######## bcd_bin_decoder ########
==> bcd_bin_decoder/pdn.png <==
Bar = 10 um. Pins as bars on the die edge. Tap cells in gray.
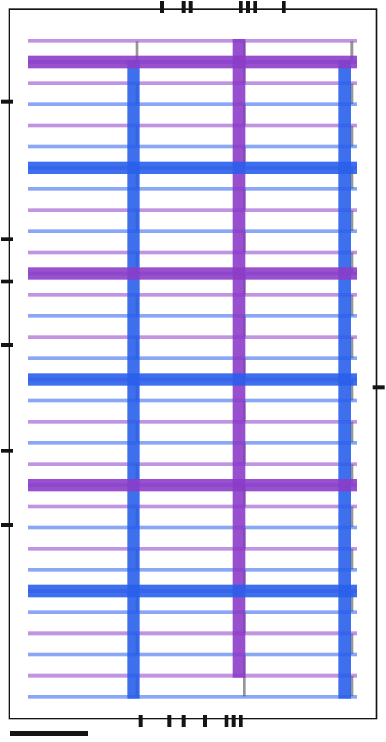

## src/rtl/bcd_bin_decoder.sv

```systemverilog
// Sequential BCD-to-binary converter (reverse double-dabble), one result bit per clock.
// Captures a packed BCD word on start, pulses done with the binary value or an invalid-digit flag.
module bcd_bin_decoder #(
  parameter int DIGITS = 2,
  parameter int BIN_W  = 7
) (
  input  logic                  clk,
  input  logic                  rst,
  input  logic                  start,
  input  logic [4*DIGITS-1:0]   bcd_in,
  output logic [BIN_W-1:0]      bin_out,
  output logic                  busy,
  output logic                  done,
  output logic                  err
);

  localparam int BCD_W = 4 * DIGITS;
  localparam int CNT_W = $clog2(BIN_W + 1);

  typedef enum logic [1:0] {
    S_IDLE  = 2'd0,
    S_SHIFT = 2'd1,
    S_DONE  = 2'd2
  } state_t;

  function automatic logic [63:0] pow10(input int n);
    logic [63:0] p;
    p = 64'd1;
    for (int i = 0; i < n; i++) begin
      p = p * 64'd10;
    end
    return p;
  endfunction

  if (pow10(DIGITS) > (64'd1 << BIN_W)) begin : g_width_check
    $error("bcd_bin_decoder: BIN_W too narrow for DIGITS decimal digits");
  end

  function automatic logic has_bad_digit(input logic [BCD_W-1:0] v);
    logic bad;
    bad = 1'b0;
    for (int i = 0; i < DIGITS; i++) begin
      bad = bad | (v[4*i +: 4] > 4'd9);
    end
    return bad;
  endfunction

  // After a right shift a digit >= 8 has received a weight-10 bit that must become weight-5.
  function automatic logic [BCD_W-1:0] correct_digits(input logic [BCD_W-1:0] v);
    logic [BCD_W-1:0] r;
    r = v;
    for (int i = 0; i < DIGITS; i++) begin
      r[4*i +: 4] = (v[4*i +: 4] >= 4'd8) ? (v[4*i +: 4] - 4'd3) : v[4*i +: 4];
    end
    return r;
  endfunction

  state_t             state_q, state_d;
  logic [BCD_W-1:0]   bcd_q, bcd_d;
  logic [BIN_W-1:0]   bin_q, bin_d;
  logic [CNT_W-1:0]   cnt_q, cnt_d;
  logic [BIN_W-1:0]   bin_out_q, bin_out_d;
  logic               busy_q, busy_d;
  logic               done_q, done_d;
  logic               err_q, err_d;

  // Next-state, datapath and output decode
  always_comb begin
    state_d   = state_q;
    bcd_d     = bcd_q;
    bin_d     = bin_q;
    cnt_d     = cnt_q;
    bin_out_d = bin_out_q;
    err_d     = err_q;
    busy_d    = 1'b0;
    done_d    = 1'b0;
    case (state_q)
      S_IDLE, S_DONE: begin
        if (start) begin
          bcd_d = bcd_in;
          bin_d = '0;
          cnt_d = '0;
          if (has_bad_digit(bcd_in)) begin
            state_d = S_DONE;
            err_d   = 1'b1;
            done_d  = 1'b1;
          end else begin
            state_d = S_SHIFT;
            busy_d  = 1'b1;
          end
        end else begin
          state_d = S_IDLE;
        end
      end
      S_SHIFT: begin
        bin_d = {bcd_q[0], bin_q[BIN_W-1:1]};
        bcd_d = correct_digits({1'b0, bcd_q[BCD_W-1:1]});
        cnt_d = cnt_q + CNT_W'(1);
        if (cnt_d == CNT_W'(BIN_W)) begin
          state_d   = S_DONE;
          bin_out_d = bin_d;
          err_d     = 1'b0;
          done_d    = 1'b1;
        end else begin
          busy_d = 1'b1;
        end
      end
      default: begin
        state_d = S_IDLE;
      end
    endcase
  end

  // State and output registers
  always_ff @(posedge clk or posedge rst) begin
    if (rst) begin
      state_q   <= S_IDLE;
      bcd_q     <= '0;
      bin_q     <= '0;
      cnt_q     <= '0;
      bin_out_q <= '0;
      busy_q    <= 1'b0;
      done_q    <= 1'b0;
      err_q     <= 1'b0;
    end else begin
      state_q   <= state_d;
      bcd_q     <= bcd_d;
      bin_q     <= bin_d;
      cnt_q     <= cnt_d;
      bin_out_q <= bin_out_d;
      busy_q    <= busy_d;
      done_q    <= done_d;
      err_q     <= err_d;
    end
  end

  assign bin_out = bin_out_q;
  assign busy    = busy_q;
  assign done    = done_q;
  assign err     = err_q;

endmodule
```

## config.mk

```make
export PLATFORM = sky130hd
export DESIGN_NAME = bcd_bin_decoder
export DESIGN_NICKNAME = d
export VERILOG_FILES = /design/src/rtl/bcd_bin_decoder.sv
export SDC_FILE = /design/constraint.sdc
export NUM_CORES = 1
export LEC_CHECK = 0
export CELL_PAD_IN_SITES_DETAIL_PLACEMENT = 0
export CELL_PAD_IN_SITES_GLOBAL_PLACEMENT = 1
export CORE_AREA = 2 2 45 89
export CTS_CLUSTER_SIZE = 16
export DETAILED_ROUTE_END_ITERATION = 6
export DIE_AREA = 0 0 47 91
export PLACE_DENSITY = 0.68
export SLEW_MARGIN = 30
export SYNTH_ARGS = -nofsm -noshare
export SYNTH_HDL_FRONTEND = slang
export SYNTH_SLANG_ARGS = --single-unit
```

## constraint.sdc

```tcl
create_clock -name clk -period 1.27 [get_ports clk]
set_input_delay 0.254 -clock clk [delete_from_list [all_inputs] [get_ports clk]]
set_output_delay 0.254 -clock clk [all_outputs]
set_load 0.05 [all_outputs]
```

######## pe_array_row_feeder ########
===== src/rtl/pe_array_row_feeder.sv =====
// rtl/pe_array_row_feeder.sv - tags weight/activation vectors and fans them into per-row FIFOs
module pe_array_row_feeder #(
    parameter int NUM_ROWS   = 2,
    parameter int NUM_COLS   = 2,
    parameter int BIT_WIDTH  = 8,
    parameter int FIFO_DEPTH = 4
) (
    input  logic                 i_clk,
    input  logic                 i_rst_n,
    input  logic [BIT_WIDTH-1:0] i_vec_data     [NUM_ROWS],
    input  logic                 i_vec_last,
    input  logic                 i_vec_val,
    output logic                 o_vec_rdy,
    output logic [BIT_WIDTH:0]   o_msg_send_msg [NUM_ROWS],
    output logic [NUM_ROWS-1:0]  o_msg_send_val,
    input  logic [NUM_ROWS-1:0]  i_msg_send_rdy,
    output logic                 o_weight_phase,
    output logic                 o_busy
);

    localparam int AW = $clog2(FIFO_DEPTH);
    localparam int CW = (NUM_COLS > 1) ? $clog2(NUM_COLS) : 1;
    localparam logic [AW:0]   CNT_FULL  = (AW+1)'(FIFO_DEPTH);
    localparam logic [CW-1:0] W_LAST    = CW'(NUM_COLS - 1);
    localparam logic [0:0]    LOAD_W    = 1'b0;
    localparam logic [0:0]    STREAM_A  = 1'b1;

    logic [0:0]     state_q, state_d;
    logic [CW-1:0]  w_cnt_q, w_cnt_d;
    logic [AW-1:0]  wr_ptr_q;
    logic [AW-1:0]  rd_ptr_q [NUM_ROWS];
    logic [AW-1:0]  rd_ptr_d [NUM_ROWS];
    logic [AW:0]    cnt_q    [NUM_ROWS];
    logic [AW:0]    cnt_d    [NUM_ROWS];
    logic [BIT_WIDTH:0] mem_q [NUM_ROWS][FIFO_DEPTH];

    logic                acc;
    logic                tag;
    logic                any_full;
    logic                any_nempty;
    logic [NUM_ROWS-1:0] pop;

    // Ready looks only at registered counts, so a pop this cycle cannot free a full row early.
    always_comb begin
        any_full   = 1'b0;
        any_nempty = 1'b0;
        for (int r = 0; r < NUM_ROWS; r++) begin
            if (cnt_q[r] == CNT_FULL) any_full = 1'b1;
            if (cnt_q[r] != '0)       any_nempty = 1'b1;
        end
    end

    assign o_vec_rdy      = i_rst_n & ~any_full;
    assign acc            = i_vec_val & o_vec_rdy;
    assign tag            = (state_q == LOAD_W);
    assign o_weight_phase = (state_q == LOAD_W);
    assign o_busy         = any_nempty;

    always_comb begin
        for (int r = 0; r < NUM_ROWS; r++) begin
            o_msg_send_val[r] = (cnt_q[r] != '0);
            o_msg_send_msg[r] = mem_q[r][rd_ptr_q[r]];
            pop[r]            = o_msg_send_val[r] & i_msg_send_rdy[r];
            rd_ptr_d[r]       = pop[r] ? rd_ptr_q[r] + AW'(1) : rd_ptr_q[r];
            case ({acc, pop[r]})
                2'b10:   cnt_d[r] = cnt_q[r] + (AW+1)'(1);
                2'b01:   cnt_d[r] = cnt_q[r] - (AW+1)'(1);
                default: cnt_d[r] = cnt_q[r];
            endcase
        end
    end

    always_comb begin
        state_d = state_q;
        w_cnt_d = w_cnt_q;
        if (acc) begin
            if (state_q == LOAD_W) begin
                if (w_cnt_q == W_LAST) begin
                    state_d = STREAM_A;
                    w_cnt_d = '0;
                end else begin
                    w_cnt_d = w_cnt_q + CW'(1);
                end
            end else if (i_vec_last) begin
                state_d = LOAD_W;
            end
        end
    end

    always_ff @(posedge i_clk or negedge i_rst_n) begin
        if (!i_rst_n) begin
            state_q  <= LOAD_W;
            w_cnt_q  <= '0;
            wr_ptr_q <= '0;
            for (int r = 0; r < NUM_ROWS; r++) begin
                rd_ptr_q[r] <= '0;
                cnt_q[r]    <= '0;
                for (int i = 0; i < FIFO_DEPTH; i++) mem_q[r][i] <= '0;
            end
        end else begin
            state_q <= state_d;
            w_cnt_q <= w_cnt_d;
            if (acc) wr_ptr_q <= wr_ptr_q + AW'(1);
            for (int r = 0; r < NUM_ROWS; r++) begin
                rd_ptr_q[r] <= rd_ptr_d[r];
                cnt_q[r]    <= cnt_d[r];
                if (acc) mem_q[r][wr_ptr_q] <= {tag, i_vec_data[r]};
            end
        end
    end

endmodule


===== config.mk =====
export PLATFORM = sky130hd
export DESIGN_NAME = pe_array_row_feeder
export DESIGN_NICKNAME = d
export VERILOG_FILES = /design/src/rtl/pe_array_row_feeder.sv
export SDC_FILE = /design/constraint.sdc
export NUM_CORES = 1
export LEC_CHECK = 0
export CORE_MARGIN = 5
export CORE_UTILIZATION = 51
export DETAILED_ROUTE_END_ITERATION = 10
export GPL_TIMING_DRIVEN = 0
export PLACE_DENSITY = 0.87
export SYNTH_ARGS = -nofsm -noshare
export SYNTH_HDL_FRONTEND = slang
export SYNTH_SLANG_ARGS = --single-unit

===== constraint.sdc =====
create_clock -name i_clk -period 2.3 [get_ports i_clk]
set_input_delay 0.46 -clock i_clk [delete_from_list [all_inputs] [get_ports i_clk]]
set_output_delay 0.46 -clock i_clk [all_outputs]
set_load 0.1 [all_outputs]

==> bcd_bin_decoder/final_congestion.png <==
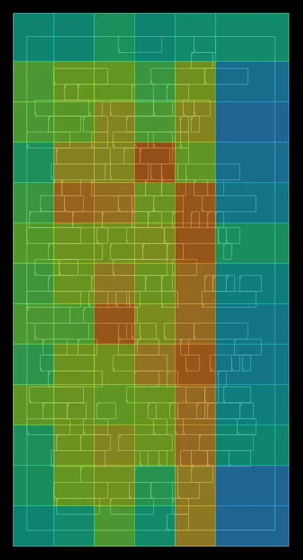
Final Util: 0.545
M2 GR Usage: 0.265
GRT Total Usage: 0.156
Global Route met1 Usage: 0.174
routed len/inst: 14.4 um

Notes on bcd_bin_decoder/pdn.png above:
Blue stands for VSS. Purple stands for VDD.
32 met1 rails follow the rows. 21 signal pins sit on the boundary. The core has 31 rows. 6 straps on met5.
CORE AREA: 0.00357 mm^2
die span in y: 91 um
Die Wd: 47 um

==> metrics.csv, bcd_bin_decoder <==
stage;metric;value;unit
status;status;finished with violations;
status;violations;negative setup slack;
clock_tree;insertion_delay;0.28;ns
placement;preCtsSetupSlack;-0.353;ns
sta;slew_headroom;0.767;
routing;top_layer;met4;
clock_tree;root_buffer;clkbuf_8;
finish;fin_cells;201;
sta;period_used_share;1.14;
placement;dpl-instance-area;0.00177;mm^2
clock_tree;htreeDepth;2;
sta;setup_viol;10;
sta;max_freq;0.692;GHz
worst_setup_path;arrival;1.61;ns
synthesis;syn_inst;109;
finish;num-fill-cells;336;
worst_hold_path;hold_class;in2async;
sta;fin_worst_skew;0.00276;ns
routing;drtAntennaViolNets;0;
synthesis;ys.flop_type;dfrtp_1;
sta;period_needed;1.45;ns
worst_setup_path;cp.required;1.43;ns
clock_tree;clk_pin_slew;0.06;ns
clock_tree;clockBufferDepth;2;
sta;fin_hold_ws;0.312;ns
worst_setup_path;cp-start-kind;flop;
run;tool_warnings;32;
sta;fin_setup_tns;-1.43;ns
routing;vias_per_cell;4.74;
floorplanning;die_area;0.00428;mm^2
synthesis;ys_warn_count;0;
global_routing;grt_pass1_vias;1047;
global_routing;grt.overflow.total;0;
worst_setup_path;crit_fanout;4;
global_routing;antenna_found_initial;0;
sta;setup_ws;-0.176;ns
finish;largest_register;bcd_q;
==> bcd_bin_decoder: area by class of cell <==
cell class                      count  share of cell area
Clock buffer                        6              0.0373
Clock inverter                      2             0.00515
Inverter                            4             0.00773
Multi-Input combinational cell     72               0.304
Sequential cell                    29               0.373
Tap cell                           49              0.0316
Timing Repair Buffer               39               0.241
==> bcd_bin_decoder: timing repair <==
| item | CTS | global route |
|---|---|---|
| hold endpoints to repair | 0 | 0 |
| gates cloned | 1 | 1 |
| gates resized | 9 | 8 |
| endpoints found under the setup margin | 13 | 17 |
| buffers inserted | 0 | 1 |
| hold buffers | 0 | 0 |
| pin swaps | 5 | 2 |
==> bcd_bin_decoder: critical path, stage by stage (launching register included) <==
cell and delay [ns]:
dfrtp_1 0.43, ha_4 0.20, xor2_4 0.23, buf_4 0.15, a21oi_1 0.08, a31o_2 0.23
==> pe_array_row_feeder/cell_classes.png <==
Bar = 20 um.
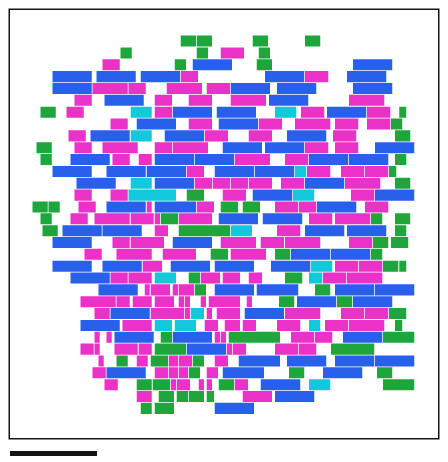
Cyan stands for clock drivers and dummy loads, cells 16. Blue stands for flops, cells 82. Magenta stands for all other logic, cells 146. Green stands for other buffers and delay cells, cells 66.

==> metrics.csv, pe_array_row_feeder <==
stage;metric;value;unit
worst_setup_path;crit_fanout;4;
synthesis;async_flop_share;1.00;
placement;place.gp.congestion;0.668;
floorplanning;rows;32;
synthesis;yosysMostFrequentCell;dfrtp_1;
synthesis;syn_nets;267;
finish;layout-drive-gt1-share;0.523;
sta;fin_setup_tns;0;ns
sta;max_freq;0.444;GHz
synthesis;syn-mean-instance-area;16.8;um^2
synthesis;edf_count;0;
synthesis;ys_sh_adder;0.0290;
placement;place_hpwl;5050;um
floorplanning;die_area;0.00965;mm^2
routing;vias;2253;
finish;syn_to_final_growth;24.8;%
floorplanning;core_area;0.00765;mm^2
finish;regArea;0.00206;mm^2
routing;drt-total-wl;8000;um
global_routing;track_usage;0.173;
routing;drt_drc_violations_left;0;
global_routing;grt_pass1_wl;13000;um
global_routing;antenna_found_initial;0;
clock_tree;clockBufferDepth;2;
run;drv_cap;0;
synthesis;yosysChipArea;0.00397;mm^2
status;status;finished clean;
sta;setup_viol;0;
[pe_array_row_feeder: flip-flops by register name, summed over array words and instances, names as in the netlist]
name      flops
cnt_q         6
w_cnt_q       1
rd_ptr_q      4
wr_ptr_q      2
mem_q        68
state_q       1
[pe_array_row_feeder: final cells by class]
cell class	instances	area share
flip-flops and latches	82	0.415
multi-input cells	136	0.369
repair buffers	59	0.125
clock buffers	10	0.0278
well taps	102	0.0257
plain buffers	7	0.0151
clock inverters	6	0.0149
inverters	10	0.00757
[pe_array_row_feeder: routing by layer]
metal	vias up	track usage	wire length, um
li1	1001	-	-
met1	1200	0.215	3530
met2	42	0.293	4010
met3	10	0.0457	356
met4	0	0.0630	105
met5	-	0	0
[pe_array_row_feeder: what timing repair did]
item	4_1_cts	5_1_grt
hold buffers	1	4
pin swaps	2	2
buffers inserted	4	3
gates resized	119	18
gates cloned	2	0
setup endpoints to repair	76	23
endpoints found under the hold margin	34	1
[pe_array_row_feeder: kinds of logic after synthesis]
logic type                 Yosys count
xor gates and xnor gates            12
DFF                                 82
muxes                               89
buffers and inverters               19
and+or+nand+nor                     24
AOI/OAI and AO/OA                    3
adders and majority gates            8

==> layout pictures side by side <==
Routed clock nets over the placement.
shot_01.png
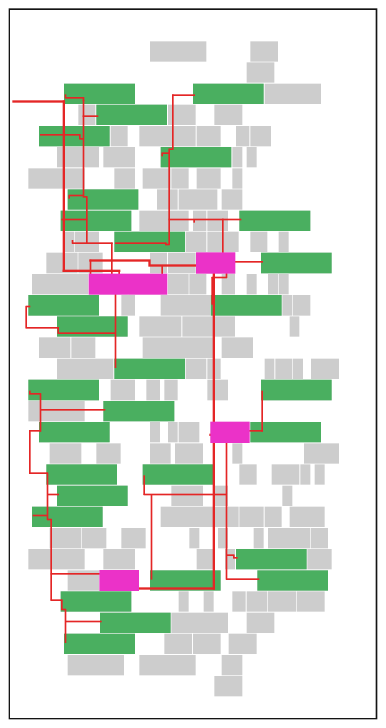
shot_02.png
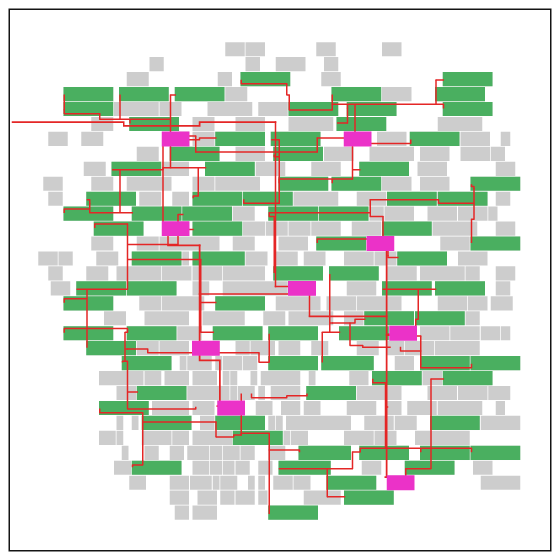
| from | picture |
|---|---|
| bcd_bin_decoder | shot_01.png |
| pe_array_row_feeder | shot_02.png |


######## store_buffer_flat ########
==> store_buffer_flat/final_congestion.png <==
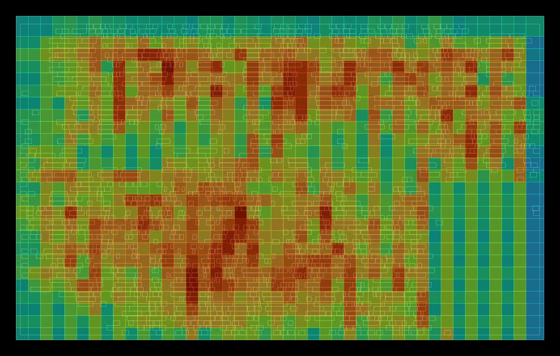

<file path="src/rtl/store_buffer_if.sv">
// Core-side and memory-side signals of the store buffer, bundled for one port.
// slave: the buffer itself; master: the core/memory environment that drives it.
interface store_buffer_if #(
    parameter int AW = 32,
    parameter int DW = 32
);
    logic          cpu_memwrite;
    logic [AW-1:0] cpu_memaddr;
    logic [DW-1:0] cpu_memwritedata;
    logic [DW-1:0] cpu_memreaddata;
    logic          cpu_stall;
    logic [AW-1:0] mem_raddr;
    logic [DW-1:0] mem_rdata;
    logic          mem_wvalid;
    logic [AW-1:0] mem_waddr;
    logic [DW-1:0] mem_wdata;
    logic          mem_wready;
    logic          flush_req;
    logic          flush_done;

    modport slave (
        input  cpu_memwrite, cpu_memaddr, cpu_memwritedata, mem_rdata, mem_wready, flush_req,
        output cpu_memreaddata, cpu_stall, mem_raddr, mem_wvalid, mem_waddr, mem_wdata, flush_done
    );

    modport master (
        output cpu_memwrite, cpu_memaddr, cpu_memwritedata, mem_rdata, mem_wready, flush_req,
        input  cpu_memreaddata, cpu_stall, mem_raddr, mem_wvalid, mem_waddr, mem_wdata, flush_done
    );
endinterface

</file>
<file path="src/rtl/store_buffer.sv">
// Posted-write buffer between core MEM stage and data memory; STOREBUF_COALESCE_EN merges same-word stores into the youngest entry.
// Latency: stores accepted with zero latency, loads forwarded combinationally, an entry is offered to memory the cycle after enqueue.
// Backpressure: cpu_stall on a store when full (unless it coalesces) or while flushing; mem_wready only paces draining.
module store_buffer #(
    parameter int DEPTH = 4,
    parameter int AW    = 32,
    parameter int DW    = 32
) (
    input  logic          clk,
    input  logic          reset,
    store_buffer_if.slave bus
);
    localparam int PW = (DEPTH > 1) ? $clog2(DEPTH) : 1;
    localparam int CW = PW + 1;

    typedef struct packed {
        logic [AW-1:0] addr;
        logic [DW-1:0] data;
    } entry_t;

    typedef enum logic [1:0] {
        IDLE  = 2'd0,
        FLUSH = 2'd1,
        DONE  = 2'd2
    } state_t;

    entry_t        entries [DEPTH];
    logic [PW-1:0] head;
    logic [PW-1:0] tail;
    logic [PW-1:0] youngest;
    logic [CW-1:0] count;
    state_t        state;
    state_t        state_nxt;

    logic          empty;
    logic          full;
    logic          wvalid;
    logic          pop;
    logic          coalesce_hit;
    logic          stall;
    logic          push;
    logic          push_alloc;
    logic [DW-1:0] fwd_data;
    logic [PW-1:0] scan_idx;

    assign empty    = (count == '0);
    assign full     = (count == CW'(DEPTH));
    assign youngest = tail - PW'(1);
    assign wvalid   = !empty;
    assign pop      = wvalid && bus.mem_wready;

`ifdef STOREBUF_COALESCE_EN
    // A lone entry that is leaving this cycle cannot absorb the store.
    assign coalesce_hit = !empty
                       && (entries[youngest].addr[AW-1:2] == bus.cpu_memaddr[AW-1:2])
                       && !((youngest == head) && pop);
`else
    assign coalesce_hit = 1'b0;
`endif

    assign stall      = bus.cpu_memwrite && ((state == FLUSH) || (full && !coalesce_hit));
    assign push       = bus.cpu_memwrite && !stall;
    assign push_alloc = push && !coalesce_hit;

    always_ff @(posedge clk or negedge reset) begin
        if (!reset) begin
            head  <= '0;
            tail  <= '0;
            count <= '0;
        end else begin
            if (pop)
                head <= head + PW'(1);
            if (push_alloc)
                tail <= tail + PW'(1);
            case ({push_alloc, pop})
                2'b10:   count <= count + CW'(1);
                2'b01:   count <= count - CW'(1);
                default: count <= count;
            endcase
        end
    end

    // Entry payload needs no reset: validity comes from head/count.
    always_ff @(posedge clk) begin
        if (push_alloc) begin
            entries[tail].addr <= bus.cpu_memaddr;
            entries[tail].data <= bus.cpu_memwritedata;
        end else if (push) begin
            entries[youngest].data <= bus.cpu_memwritedata;
        end
    end

    // Scan oldest to youngest so the last match (youngest) wins.
    always_comb begin
        fwd_data = bus.mem_rdata;
        scan_idx = '0;
        for (int k = 0; k < DEPTH; k++) begin
            scan_idx = head + PW'(k);
            if ((CW'(k) < count) && (entries[scan_idx].addr[AW-1:2] == bus.cpu_memaddr[AW-1:2]))
                fwd_data = entries[scan_idx].data;
        end
    end

    always_ff @(posedge clk or negedge reset) begin
        if (!reset)
            state <= IDLE;
        else
            state <= state_nxt;
    end

    always_comb begin
        state_nxt = state;
        case (state)
            IDLE:    if (bus.flush_req) state_nxt = FLUSH;
            FLUSH:   if (empty)         state_nxt = DONE;
            DONE:    state_nxt = IDLE;
            default: state_nxt = IDLE;
        endcase
    end

    assign bus.cpu_stall       = stall;
    assign bus.cpu_memreaddata = fwd_data;
    assign bus.mem_raddr       = bus.cpu_memaddr;
    assign bus.mem_wvalid      = wvalid;
    assign bus.mem_waddr       = entries[head].addr;
    assign bus.mem_wdata       = entries[head].data;
    assign bus.flush_done      = (state == DONE);
endmodule

</file>
<file path="src/flat_wrapper.sv">
// flat-port wrapper written by rule: the top's interface ports become plain ports
module store_buffer_flat 
#(
    parameter int DEPTH = 4,
    parameter int AW    = 32,
    parameter int DW    = 32
)
  (clk, reset, bus_cpu_memwrite, bus_cpu_memaddr, bus_cpu_memwritedata, bus_mem_rdata, bus_mem_wready, bus_flush_req, bus_cpu_memreaddata, bus_cpu_stall, bus_mem_raddr, bus_mem_wvalid, bus_mem_waddr, bus_mem_wdata, bus_flush_done);
  store_buffer_if #(.AW(AW), .DW(DW)) bus_i ();
  input  logic clk;
  input  logic reset;
  input wire logic [$bits(bus_i.cpu_memwrite)-1:0] bus_cpu_memwrite;
  input wire logic [$bits(bus_i.cpu_memaddr)-1:0] bus_cpu_memaddr;
  input wire logic [$bits(bus_i.cpu_memwritedata)-1:0] bus_cpu_memwritedata;
  input wire logic [$bits(bus_i.mem_rdata)-1:0] bus_mem_rdata;
  input wire logic [$bits(bus_i.mem_wready)-1:0] bus_mem_wready;
  input wire logic [$bits(bus_i.flush_req)-1:0] bus_flush_req;
  output wire logic [$bits(bus_i.cpu_memreaddata)-1:0] bus_cpu_memreaddata;
  output wire logic [$bits(bus_i.cpu_stall)-1:0] bus_cpu_stall;
  output wire logic [$bits(bus_i.mem_raddr)-1:0] bus_mem_raddr;
  output wire logic [$bits(bus_i.mem_wvalid)-1:0] bus_mem_wvalid;
  output wire logic [$bits(bus_i.mem_waddr)-1:0] bus_mem_waddr;
  output wire logic [$bits(bus_i.mem_wdata)-1:0] bus_mem_wdata;
  output wire logic [$bits(bus_i.flush_done)-1:0] bus_flush_done;
  assign bus_i.cpu_memwrite = bus_cpu_memwrite;
  assign bus_i.cpu_memaddr = bus_cpu_memaddr;
  assign bus_i.cpu_memwritedata = bus_cpu_memwritedata;
  assign bus_i.mem_rdata = bus_mem_rdata;
  assign bus_i.mem_wready = bus_mem_wready;
  assign bus_i.flush_req = bus_flush_req;
  assign bus_cpu_memreaddata = bus_i.cpu_memreaddata;
  assign bus_cpu_stall = bus_i.cpu_stall;
  assign bus_mem_raddr = bus_i.mem_raddr;
  assign bus_mem_wvalid = bus_i.mem_wvalid;
  assign bus_mem_waddr = bus_i.mem_waddr;
  assign bus_mem_wdata = bus_i.mem_wdata;
  assign bus_flush_done = bus_i.flush_done;
  store_buffer #(.DEPTH(DEPTH), .AW(AW), .DW(DW)) u_core (.clk(clk), .reset(reset), .bus(bus_i));
endmodule
</file>
<file path="config.mk">
export PLATFORM = sky130hd
export DESIGN_NAME = store_buffer_flat
export DESIGN_NICKNAME = d
export VERILOG_FILES = /design/src/rtl/store_buffer_if.sv /design/src/rtl/store_buffer.sv /design/src/flat_wrapper.sv
export SDC_FILE = /design/constraint.sdc
export NUM_CORES = 1
export LEC_CHECK = 0
export CAP_MARGIN = 20
export CELL_PAD_IN_SITES_DETAIL_PLACEMENT = 0
export CELL_PAD_IN_SITES_GLOBAL_PLACEMENT = 1
export CORE_AREA = 2 2 298 182
export CTS_CLUSTER_SIZE = 16
export DETAILED_ROUTE_END_ITERATION = 7
export DIE_AREA = 0 0 300 184
export PLACE_DENSITY = 0.71
export SETUP_SLACK_MARGIN = 0.15
export SKIP_CTS_REPAIR_TIMING = 1
export SLEW_MARGIN = 20
export SYNTH_ARGS = -nofsm -noshare
export SYNTH_HDL_FRONTEND = slang
export SYNTH_SLANG_ARGS = --single-unit
</file>
<file path="constraint.sdc">
create_clock -name clk -period 7.1 [get_ports clk]
set_input_delay 1.42 -clock clk [delete_from_list [all_inputs] [get_ports clk]]
set_output_delay 1.42 -clock clk [all_outputs]
set_load 0.03 [all_outputs]
</file>
######## tlb_flat ########
### src/rtl/tlb_if.sv
// Valid/ready bundle for the TLB: core request/response, flush, and the walker side.
// The slave modport is the TLB's view; master is the environment's view.
interface tlb_if;
  logic        tlb_req_valid_i;
  logic        tlb_req_ready_o;
  logic [31:0] tlb_vaddr_i;
  logic [1:0]  tlb_acc_i;
  logic        tlb_resp_valid_o;
  logic        tlb_resp_ready_i;
  logic [31:0] tlb_paddr_o;
  logic        tlb_hit_o;
  logic        tlb_fault_o;
  logic        flush_i;
  logic        ptw_req_valid_o;
  logic        ptw_req_ready_i;
  logic [31:0] ptw_vaddr_o;
  logic        ptw_resp_valid_i;
  logic        ptw_resp_ready_o;
  logic [31:0] ptw_pte_i;

  modport slave (
    input  tlb_req_valid_i, tlb_vaddr_i, tlb_acc_i, tlb_resp_ready_i, flush_i,
           ptw_req_ready_i, ptw_resp_valid_i, ptw_pte_i,
    output tlb_req_ready_o, tlb_resp_valid_o, tlb_paddr_o, tlb_hit_o, tlb_fault_o,
           ptw_req_valid_o, ptw_vaddr_o, ptw_resp_ready_o
  );

  modport master (
    output tlb_req_valid_i, tlb_vaddr_i, tlb_acc_i, tlb_resp_ready_i, flush_i,
           ptw_req_ready_i, ptw_resp_valid_i, ptw_pte_i,
    input  tlb_req_ready_o, tlb_resp_valid_o, tlb_paddr_o, tlb_hit_o, tlb_fault_o,
           ptw_req_valid_o, ptw_vaddr_o, ptw_resp_ready_o
  );
endinterface

### src/rtl/tlb.sv
// Fully-associative TLB in front of the page table walker, one translation in flight.
// Define TLB_PERM_CHECK_EN to enable R/W/X permission faults keyed by access type.
//
// state      | meaning
// S_IDLE     | ready for a request; latches vaddr (and access type)
// S_LOOKUP   | compare latched VPN against all valid entries
// S_PTW_REQ  | walk request presented to the walker
// S_PTW_WAIT | waiting for the leaf PTE; fill on V=1 unless a flush intervened
// S_RESP     | response held stable until the consumer takes it
module tlb #(
  parameter int ENTRIES = 4
) (
  input logic clk,
  input logic rst,
  tlb_if.slave bus
);
  localparam int IDX_W = (ENTRIES > 1) ? $clog2(ENTRIES) : 1;

  typedef enum logic [2:0] {
    S_IDLE,
    S_LOOKUP,
    S_PTW_REQ,
    S_PTW_WAIT,
    S_RESP
  } state_t;

  state_t state_q, state_d;

  logic [ENTRIES-1:0] ent_valid_q;
  logic [19:0]        ent_vpn_q [ENTRIES];
  logic [19:0]        ent_ppn_q [ENTRIES];
  logic [IDX_W-1:0]   rr_q;
  logic [31:0]        vaddr_q;
  logic               flush_pend_q;
  logic [31:0]        paddr_q;
  logic               hit_q;
  logic               fault_q;

  logic               lk_hit;
  logic [19:0]        lk_ppn;
  logic               free_found;
  logic [IDX_W-1:0]   free_idx;
  logic [IDX_W-1:0]   victim;
  logic               fill_en;
  logic               hit_pf;
  logic               fill_pf;

`ifdef TLB_PERM_CHECK_EN
  logic [1:0] acc_q;
  logic [3:1] ent_flags_q [ENTRIES];
  logic [3:1] lk_flags;

  function automatic logic perm_fail(input logic [1:0] acc, input logic [3:1] flags);
    case (acc)
      2'b00:   perm_fail = !flags[1];
      2'b01:   perm_fail = !flags[2];
      2'b10:   perm_fail = !flags[3];
      default: perm_fail = 1'b1;
    endcase
  endfunction

  always_comb begin
    lk_flags = '0;
    for (int i = 0; i < ENTRIES; i++) begin
      if (ent_valid_q[i] && ent_vpn_q[i] == vaddr_q[31:12]) lk_flags = lk_flags | ent_flags_q[i];
    end
  end

  assign hit_pf  = perm_fail(acc_q, lk_flags);
  assign fill_pf = perm_fail(acc_q, bus.ptw_pte_i[3:1]);

  always_ff @(posedge clk) begin
    if (rst) acc_q <= '0;
    else if (state_q == S_IDLE && bus.tlb_req_valid_i) acc_q <= bus.tlb_acc_i;
  end

  always_ff @(posedge clk) begin
    if (fill_en) ent_flags_q[victim] <= bus.ptw_pte_i[3:1];
  end
`else
  assign hit_pf  = 1'b0;
  assign fill_pf = 1'b0;
`endif

  // At most one entry matches, so OR-combining the matching PPNs is exact.
  always_comb begin
    lk_hit = 1'b0;
    lk_ppn = '0;
    for (int i = 0; i < ENTRIES; i++) begin
      if (ent_valid_q[i] && ent_vpn_q[i] == vaddr_q[31:12]) begin
        lk_hit = 1'b1;
        lk_ppn = lk_ppn | ent_ppn_q[i];
      end
    end
  end

  always_comb begin
    free_found = 1'b0;
    free_idx   = '0;
    for (int i = ENTRIES - 1; i >= 0; i--) begin
      if (!ent_valid_q[i]) begin
        free_found = 1'b1;
        free_idx   = IDX_W'(i);
      end
    end
  end

  assign victim  = free_found ? free_idx : rr_q;
  assign fill_en = (state_q == S_PTW_WAIT) && bus.ptw_resp_valid_i && bus.ptw_pte_i[0]
                   && !flush_pend_q && !bus.flush_i;

  always_comb begin
    state_d              = state_q;
    bus.tlb_req_ready_o  = 1'b0;
    bus.ptw_req_valid_o  = 1'b0;
    bus.ptw_resp_ready_o = 1'b0;
    bus.tlb_resp_valid_o = 1'b0;
    case (state_q)
      S_IDLE: begin
        bus.tlb_req_ready_o = 1'b1;
        if (bus.tlb_req_valid_i) state_d = S_LOOKUP;
      end
      S_LOOKUP: state_d = lk_hit ? S_RESP : S_PTW_REQ;
      S_PTW_REQ: begin
        bus.ptw_req_valid_o = 1'b1;
        if (bus.ptw_req_ready_i) state_d = S_PTW_WAIT;
      end
      S_PTW_WAIT: begin
        bus.ptw_resp_ready_o = 1'b1;
        if (bus.ptw_resp_valid_i) state_d = S_RESP;
      end
      S_RESP: begin
        bus.tlb_resp_valid_o = 1'b1;
        if (bus.tlb_resp_ready_i) state_d = S_IDLE;
      end
      default: state_d = S_IDLE;
    endcase
  end

  assign bus.tlb_paddr_o = paddr_q;
  assign bus.tlb_hit_o   = hit_q;
  assign bus.tlb_fault_o = fault_q;
  assign bus.ptw_vaddr_o = (state_q == S_PTW_REQ) ? vaddr_q : '0;

  always_ff @(posedge clk) begin
    if (rst) begin
      state_q      <= S_IDLE;
      ent_valid_q  <= '0;
      rr_q         <= '0;
      vaddr_q      <= '0;
      flush_pend_q <= 1'b0;
      paddr_q      <= '0;
      hit_q        <= 1'b0;
      fault_q      <= 1'b0;
    end else begin
      state_q <= state_d;
      case (state_q)
        S_IDLE: if (bus.tlb_req_valid_i) vaddr_q <= bus.tlb_vaddr_i;
        S_LOOKUP: if (lk_hit) begin
          hit_q   <= 1'b1;
          fault_q <= hit_pf;
          paddr_q <= hit_pf ? 32'h0 : {lk_ppn, vaddr_q[11:0]};
        end
        S_PTW_WAIT: if (bus.ptw_resp_valid_i) begin
          hit_q <= 1'b0;
          if (bus.ptw_pte_i[0]) begin
            fault_q <= fill_pf;
            paddr_q <= fill_pf ? 32'h0 : {bus.ptw_pte_i[31:12], vaddr_q[11:0]};
          end else begin
            fault_q <= 1'b1;
            paddr_q <= '0;
          end
          if (fill_en) begin
            ent_valid_q[victim] <= 1'b1;
            if (!free_found) rr_q <= rr_q + 1'b1;
          end
        end
        S_RESP: if (bus.tlb_resp_ready_i) begin
          hit_q        <= 1'b0;
          fault_q      <= 1'b0;
          paddr_q      <= '0;
          flush_pend_q <= 1'b0;
        end
        default: ;
      endcase
      // Flush wins over any fill on the same edge; a flush during the walk also blocks its fill.
      if (bus.flush_i) begin
        ent_valid_q <= '0;
        if (state_q == S_PTW_REQ || state_q == S_PTW_WAIT) flush_pend_q <= 1'b1;
      end
    end
  end

  always_ff @(posedge clk) begin
    if (fill_en) begin
      ent_vpn_q[victim] <= vaddr_q[31:12];
      ent_ppn_q[victim] <= bus.ptw_pte_i[31:12];
    end
  end
endmodule

### src/flat_wrapper.sv
// flat-port wrapper written by rule: the top's interface ports become plain ports
module tlb_flat 
#(
  parameter int ENTRIES = 4
)
  (clk, rst, bus_tlb_req_valid_i, bus_tlb_vaddr_i, bus_tlb_acc_i, bus_tlb_resp_ready_i, bus_flush_i, bus_ptw_req_ready_i, bus_ptw_resp_valid_i, bus_ptw_pte_i, bus_tlb_req_ready_o, bus_tlb_resp_valid_o, bus_tlb_paddr_o, bus_tlb_hit_o, bus_tlb_fault_o, bus_ptw_req_valid_o, bus_ptw_vaddr_o, bus_ptw_resp_ready_o);
  tlb_if bus_i ();
  input logic clk;
  input logic rst;
  input wire logic [$bits(bus_i.tlb_req_valid_i)-1:0] bus_tlb_req_valid_i;
  input wire logic [$bits(bus_i.tlb_vaddr_i)-1:0] bus_tlb_vaddr_i;
  input wire logic [$bits(bus_i.tlb_acc_i)-1:0] bus_tlb_acc_i;
  input wire logic [$bits(bus_i.tlb_resp_ready_i)-1:0] bus_tlb_resp_ready_i;
  input wire logic [$bits(bus_i.flush_i)-1:0] bus_flush_i;
  input wire logic [$bits(bus_i.ptw_req_ready_i)-1:0] bus_ptw_req_ready_i;
  input wire logic [$bits(bus_i.ptw_resp_valid_i)-1:0] bus_ptw_resp_valid_i;
  input wire logic [$bits(bus_i.ptw_pte_i)-1:0] bus_ptw_pte_i;
  output wire logic [$bits(bus_i.tlb_req_ready_o)-1:0] bus_tlb_req_ready_o;
  output wire logic [$bits(bus_i.tlb_resp_valid_o)-1:0] bus_tlb_resp_valid_o;
  output wire logic [$bits(bus_i.tlb_paddr_o)-1:0] bus_tlb_paddr_o;
  output wire logic [$bits(bus_i.tlb_hit_o)-1:0] bus_tlb_hit_o;
  output wire logic [$bits(bus_i.tlb_fault_o)-1:0] bus_tlb_fault_o;
  output wire logic [$bits(bus_i.ptw_req_valid_o)-1:0] bus_ptw_req_valid_o;
  output wire logic [$bits(bus_i.ptw_vaddr_o)-1:0] bus_ptw_vaddr_o;
  output wire logic [$bits(bus_i.ptw_resp_ready_o)-1:0] bus_ptw_resp_ready_o;
  assign bus_i.tlb_req_valid_i = bus_tlb_req_valid_i;
  assign bus_i.tlb_vaddr_i = bus_tlb_vaddr_i;
  assign bus_i.tlb_acc_i = bus_tlb_acc_i;
  assign bus_i.tlb_resp_ready_i = bus_tlb_resp_ready_i;
  assign bus_i.flush_i = bus_flush_i;
  assign bus_i.ptw_req_ready_i = bus_ptw_req_ready_i;
  assign bus_i.ptw_resp_valid_i = bus_ptw_resp_valid_i;
  assign bus_i.ptw_pte_i = bus_ptw_pte_i;
  assign bus_tlb_req_ready_o = bus_i.tlb_req_ready_o;
  assign bus_tlb_resp_valid_o = bus_i.tlb_resp_valid_o;
  assign bus_tlb_paddr_o = bus_i.tlb_paddr_o;
  assign bus_tlb_hit_o = bus_i.tlb_hit_o;
  assign bus_tlb_fault_o = bus_i.tlb_fault_o;
  assign bus_ptw_req_valid_o = bus_i.ptw_req_valid_o;
  assign bus_ptw_vaddr_o = bus_i.ptw_vaddr_o;
  assign bus_ptw_resp_ready_o = bus_i.ptw_resp_ready_o;
  tlb #(.ENTRIES(ENTRIES)) u_core (.clk(clk), .rst(rst), .bus(bus_i));
endmodule
### config.mk
export PLATFORM = sky130hd
export DESIGN_NAME = tlb_flat
export DESIGN_NICKNAME = d
export VERILOG_FILES = /design/src/rtl/tlb_if.sv /design/src/rtl/tlb.sv /design/src/flat_wrapper.sv
export SDC_FILE = /design/constraint.sdc
export NUM_CORES = 1
export LEC_CHECK = 0
export CORE_MARGIN = 5
export CORE_UTILIZATION = 54
export CTS_CLUSTER_DIAMETER = 40
export DETAILED_ROUTE_END_ITERATION = 8
export GPL_TIMING_DRIVEN = 0
export PLACE_DENSITY = 0.87
export SYNTH_ARGS = -nofsm -noshare
export SYNTH_HDL_FRONTEND = slang
export SYNTH_SLANG_ARGS = --single-unit
export TNS_END_PERCENT = 1
### constraint.sdc
create_clock -name clk -period 5.65 [get_ports clk]
set_clock_uncertainty 0.05 [all_clocks]
set_input_delay 1.13 -clock clk [delete_from_list [all_inputs] [get_ports clk]]
set_output_delay 1.13 -clock clk [all_outputs]
set_load 0.005 [all_outputs]
==> tlb_flat/metal_stack.png <==
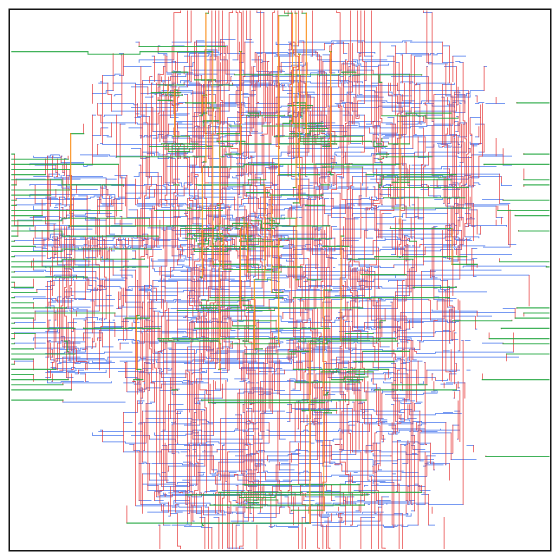
Blue stands for met1, wire length 9,990 um. Red stands for met2, wire length 12,700 um. Green stands for met3, wire length 2,810 um. Orange stands for met4, wire length 825 um.

==> metrics.csv, tlb_flat <==
stage;metric;value;unit
status;status;finished clean;
synthesis;syn_nets;840;
power_and_ir_drop;maxPowerGroup;registers;
run;drv_cap;0;
finish;fin_util;0.708;
synthesis;synthTopCellsByArea;edfxtp_1 50%, dfxtp_1 16%, xnor2_1 6.2%;
power_and_ir_drop;power.leakage;0.00400;uW
routing;drt-total-wl;26300;um
clock_tree;htreeDepth;1;
global_routing;antenna_found_initial;0;
routing;drtAntennaViolNets;0;
synthesis;numSynthFlops;236;
worst_setup_path;rr_worst_depth;9;
worst_setup_path;crit_type;reg2out;
synthesis;async_flop_share;0;
routing;top_layer;met4;
synthesis;synth_area;0.00960;mm^2
placement;place_hpwl;16800;um
synthesis;syn-mean-instance-area;12.5;um^2
clock_tree;cts_tree;done;
worst_setup_path;timing.rr.start;u_core.vaddr_q[25]$_SDFFE_PP0P_;
routing;m1WireLength;9990;um
power_and_ir_drop;pwr-share-seq;0.467;
==> tlb_flat: flip-flops by register name, summed over array words and instances (netlist names) <==
| name | cells |
|---|---|
| u_core.ent_ppn_q | 80 |
| u_core.ent_vpn_q | 80 |
| u_core.bus.tlb_paddr_o | 32 |
| u_core.vaddr_q | 32 |
| u_core.ent_valid_q | 4 |
| u_core.state_q | 3 |
| u_core.rr_q | 2 |
| u_core.bus.tlb_fault_o | 1 |
| u_core.bus.tlb_hit_o | 1 |
| u_core.flush_pend_q | 1 |
==> tlb_flat: layout make-up <==
cell class | instances | area [um^2] | area share
Multi-Input combinational cell | 467 | 2990 | 0.243
Antenna cell | 1 | 2.50 | 0.000204
Inverter | 2 | 7.51 | 0.000611
Buffer | 62 | 297 | 0.0241
Clock buffer | 36 | 751 | 0.0611
Sequential cell | 236 | 6330 | 0.514
Tap cell | 225 | 282 | 0.0229
Timing Repair Buffer | 140 | 1440 | 0.117
Clock inverter | 15 | 203 | 0.0165
==> tlb_flat: worst max-delay path: cells and delay by family, from the launching register on <==
family        cells  cell delay (ns)
buf+inv           3             1.45
simple gates      2             0.87
flops             1             0.44
==> store_buffer_flat/cell_classes.png <==
Bar = 100 um.
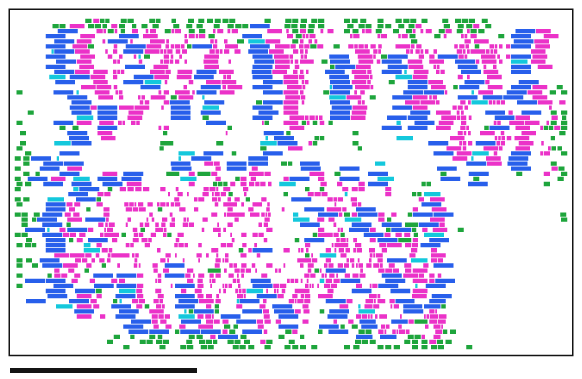
Magenta stands for all other logic, cells 927. Green stands for other buffers and delay cells, cells 314. Cyan stands for clock drivers and dummy loads, cells 55. Blue stands for flops, cells 265.

## Picture notes: store_buffer_flat/final_congestion.png
Global Route met1 Usage: 0.337
GRT Total Usage: 0.220
Final Util: 0.425
met3 Track Usage GR: 0.0370
M2 GR Usage: 0.330

==> metrics.csv, store_buffer_flat <==
stage;metric;value;unit
status;status;finished clean;
synthesis;ys.flop_type;edfxtp_1;
sta;max_freq;0.146;GHz
placement;preCtsSetupSlack;-0.0166;ns
clock_tree;clk_pin_slew;0.06;ns
worst_setup_path;arrival;5.41;ns
sta;setup_ws;0.266;ns
floorplanning;rows;65;
finish;num-fill-cells;4796;
global_routing;grt_pass1_vias;13200;
run;drv_cap;0;
global_routing;grt_start_max_net_pins;65;
routing;m1WireLength;28300;um
finish;largest_reg_flops;256;
floorplanning;core_area;0.0522;mm^2
worst_setup_path;rr_worst_depth;5;
worst_setup_path;rr_endpoint;u_core.entries[0][51]$_DFFE_PP_;
routing;wl_met3;5670;um
sta;slew_headroom;0.357;
clock_tree;clockBufferDepth;3;
worst_hold_path;hold_start;u_core.state[1]$_DFFE_PN0P_;
power_and_ir_drop;finalPower;8760;uW
global_routing;grt.overflow.total;0;
placement;place.gp.congestion;0.947;
synthesis;async_flop_share;0.0340;
routing;drt-initial-drc-count;1722;
synthesis;numSynthFlops;265;
worst_setup_path;cp-endpoint;bus_cpu_memreaddata[12];
sta;final_hold_viol_count;0;
clock_tree;clock-sinks;265;
global_routing;antenna_found_initial;3;
finish;inverters;16;
worst_hold_path;whs_endpoint;u_core.state[0]$_DFFE_PN0P_;
synthesis;post_synth_num_cell_types;74;
synthesis;xor_share;0.0380;
worst_setup_path;crit_buf_inv;3;
worst_setup_path;slowest_delay;0.77;ns
[store_buffer_flat: power by group through the flow]
stage	combinational, uW	clock (uW)	sequential (uW)
finish	5090	1470	2190
global route	5350	1570	2220
CTS	4990	1500	2210
detailed placement	4960	0	2240
global placement	4970	0	2220
floorplan	3550	0	2110
[store_buffer_flat: Yosys cell counts (all sizes together), types with 8 or more instances]
| library cell | instances | share of area |
|---|---|---|
| ha | 9 | 0.0062 |
| edfxtp | 256 | 0.42 |
| nand3 | 40 | 0.011 |
| a2111oi | 8 | 0.0045 |
| nand4 | 14 | 0.0052 |
| nand2 | 24 | 0.0049 |
| mux2i | 170 | 0.095 |
| a22oi | 9 | 0.0037 |
| nor2 | 27 | 0.0056 |
| xnor2 | 65 | 0.031 |
| dfrtp | 9 | 0.012 |
| o311ai | 32 | 0.015 |
| o21ai | 16 | 0.0046 |
| nor3b | 32 | 0.013 |
| nor4 | 46 | 0.017 |
| inv | 16 | 0.0033 |
| a21oi | 51 | 0.014 |
| o22ai | 16 | 0.0055 |
| nor3 | 47 | 0.013 |
| buf | 103 | 0.039 |
| a31oi | 37 | 0.013 |
| mux4 | 159 | 0.20 |
| xor2 | 14 | 0.0067 |
| clkbuf | 69 | 0.014 |


==> gallery <==
Floorplan with the power grid.
Plate I
Bar = 100 um. Pins as bars on the die edge. Tap cells in gray.
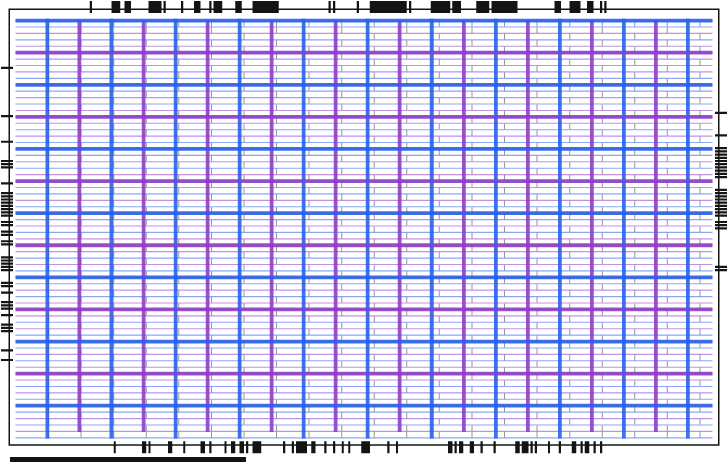
Plate II
Bar = 50 um. Pins as bars on the die edge. Tap cells in gray.
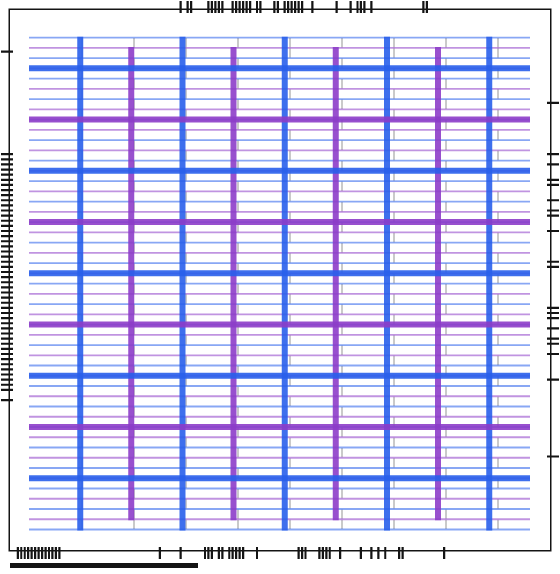
Plate III
Bar = 20 um. Pins as bars on the die edge. Tap cells in gray.
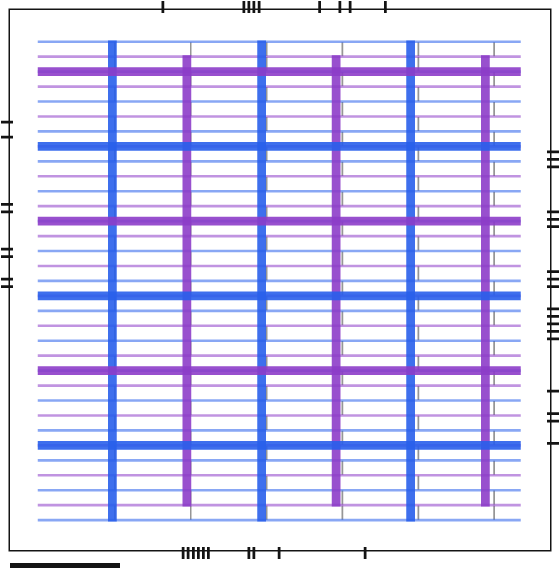
- Plate II = tlb_flat
- Plate III = pe_array_row_feeder
- Plate I = store_buffer_flat

Key to Plate I:
Purple stands for VDD. Blue stands for VSS.
232 signal pins sit on the boundary. 703 tap cells.

Power is estimated from default activity; no workload was simulated.
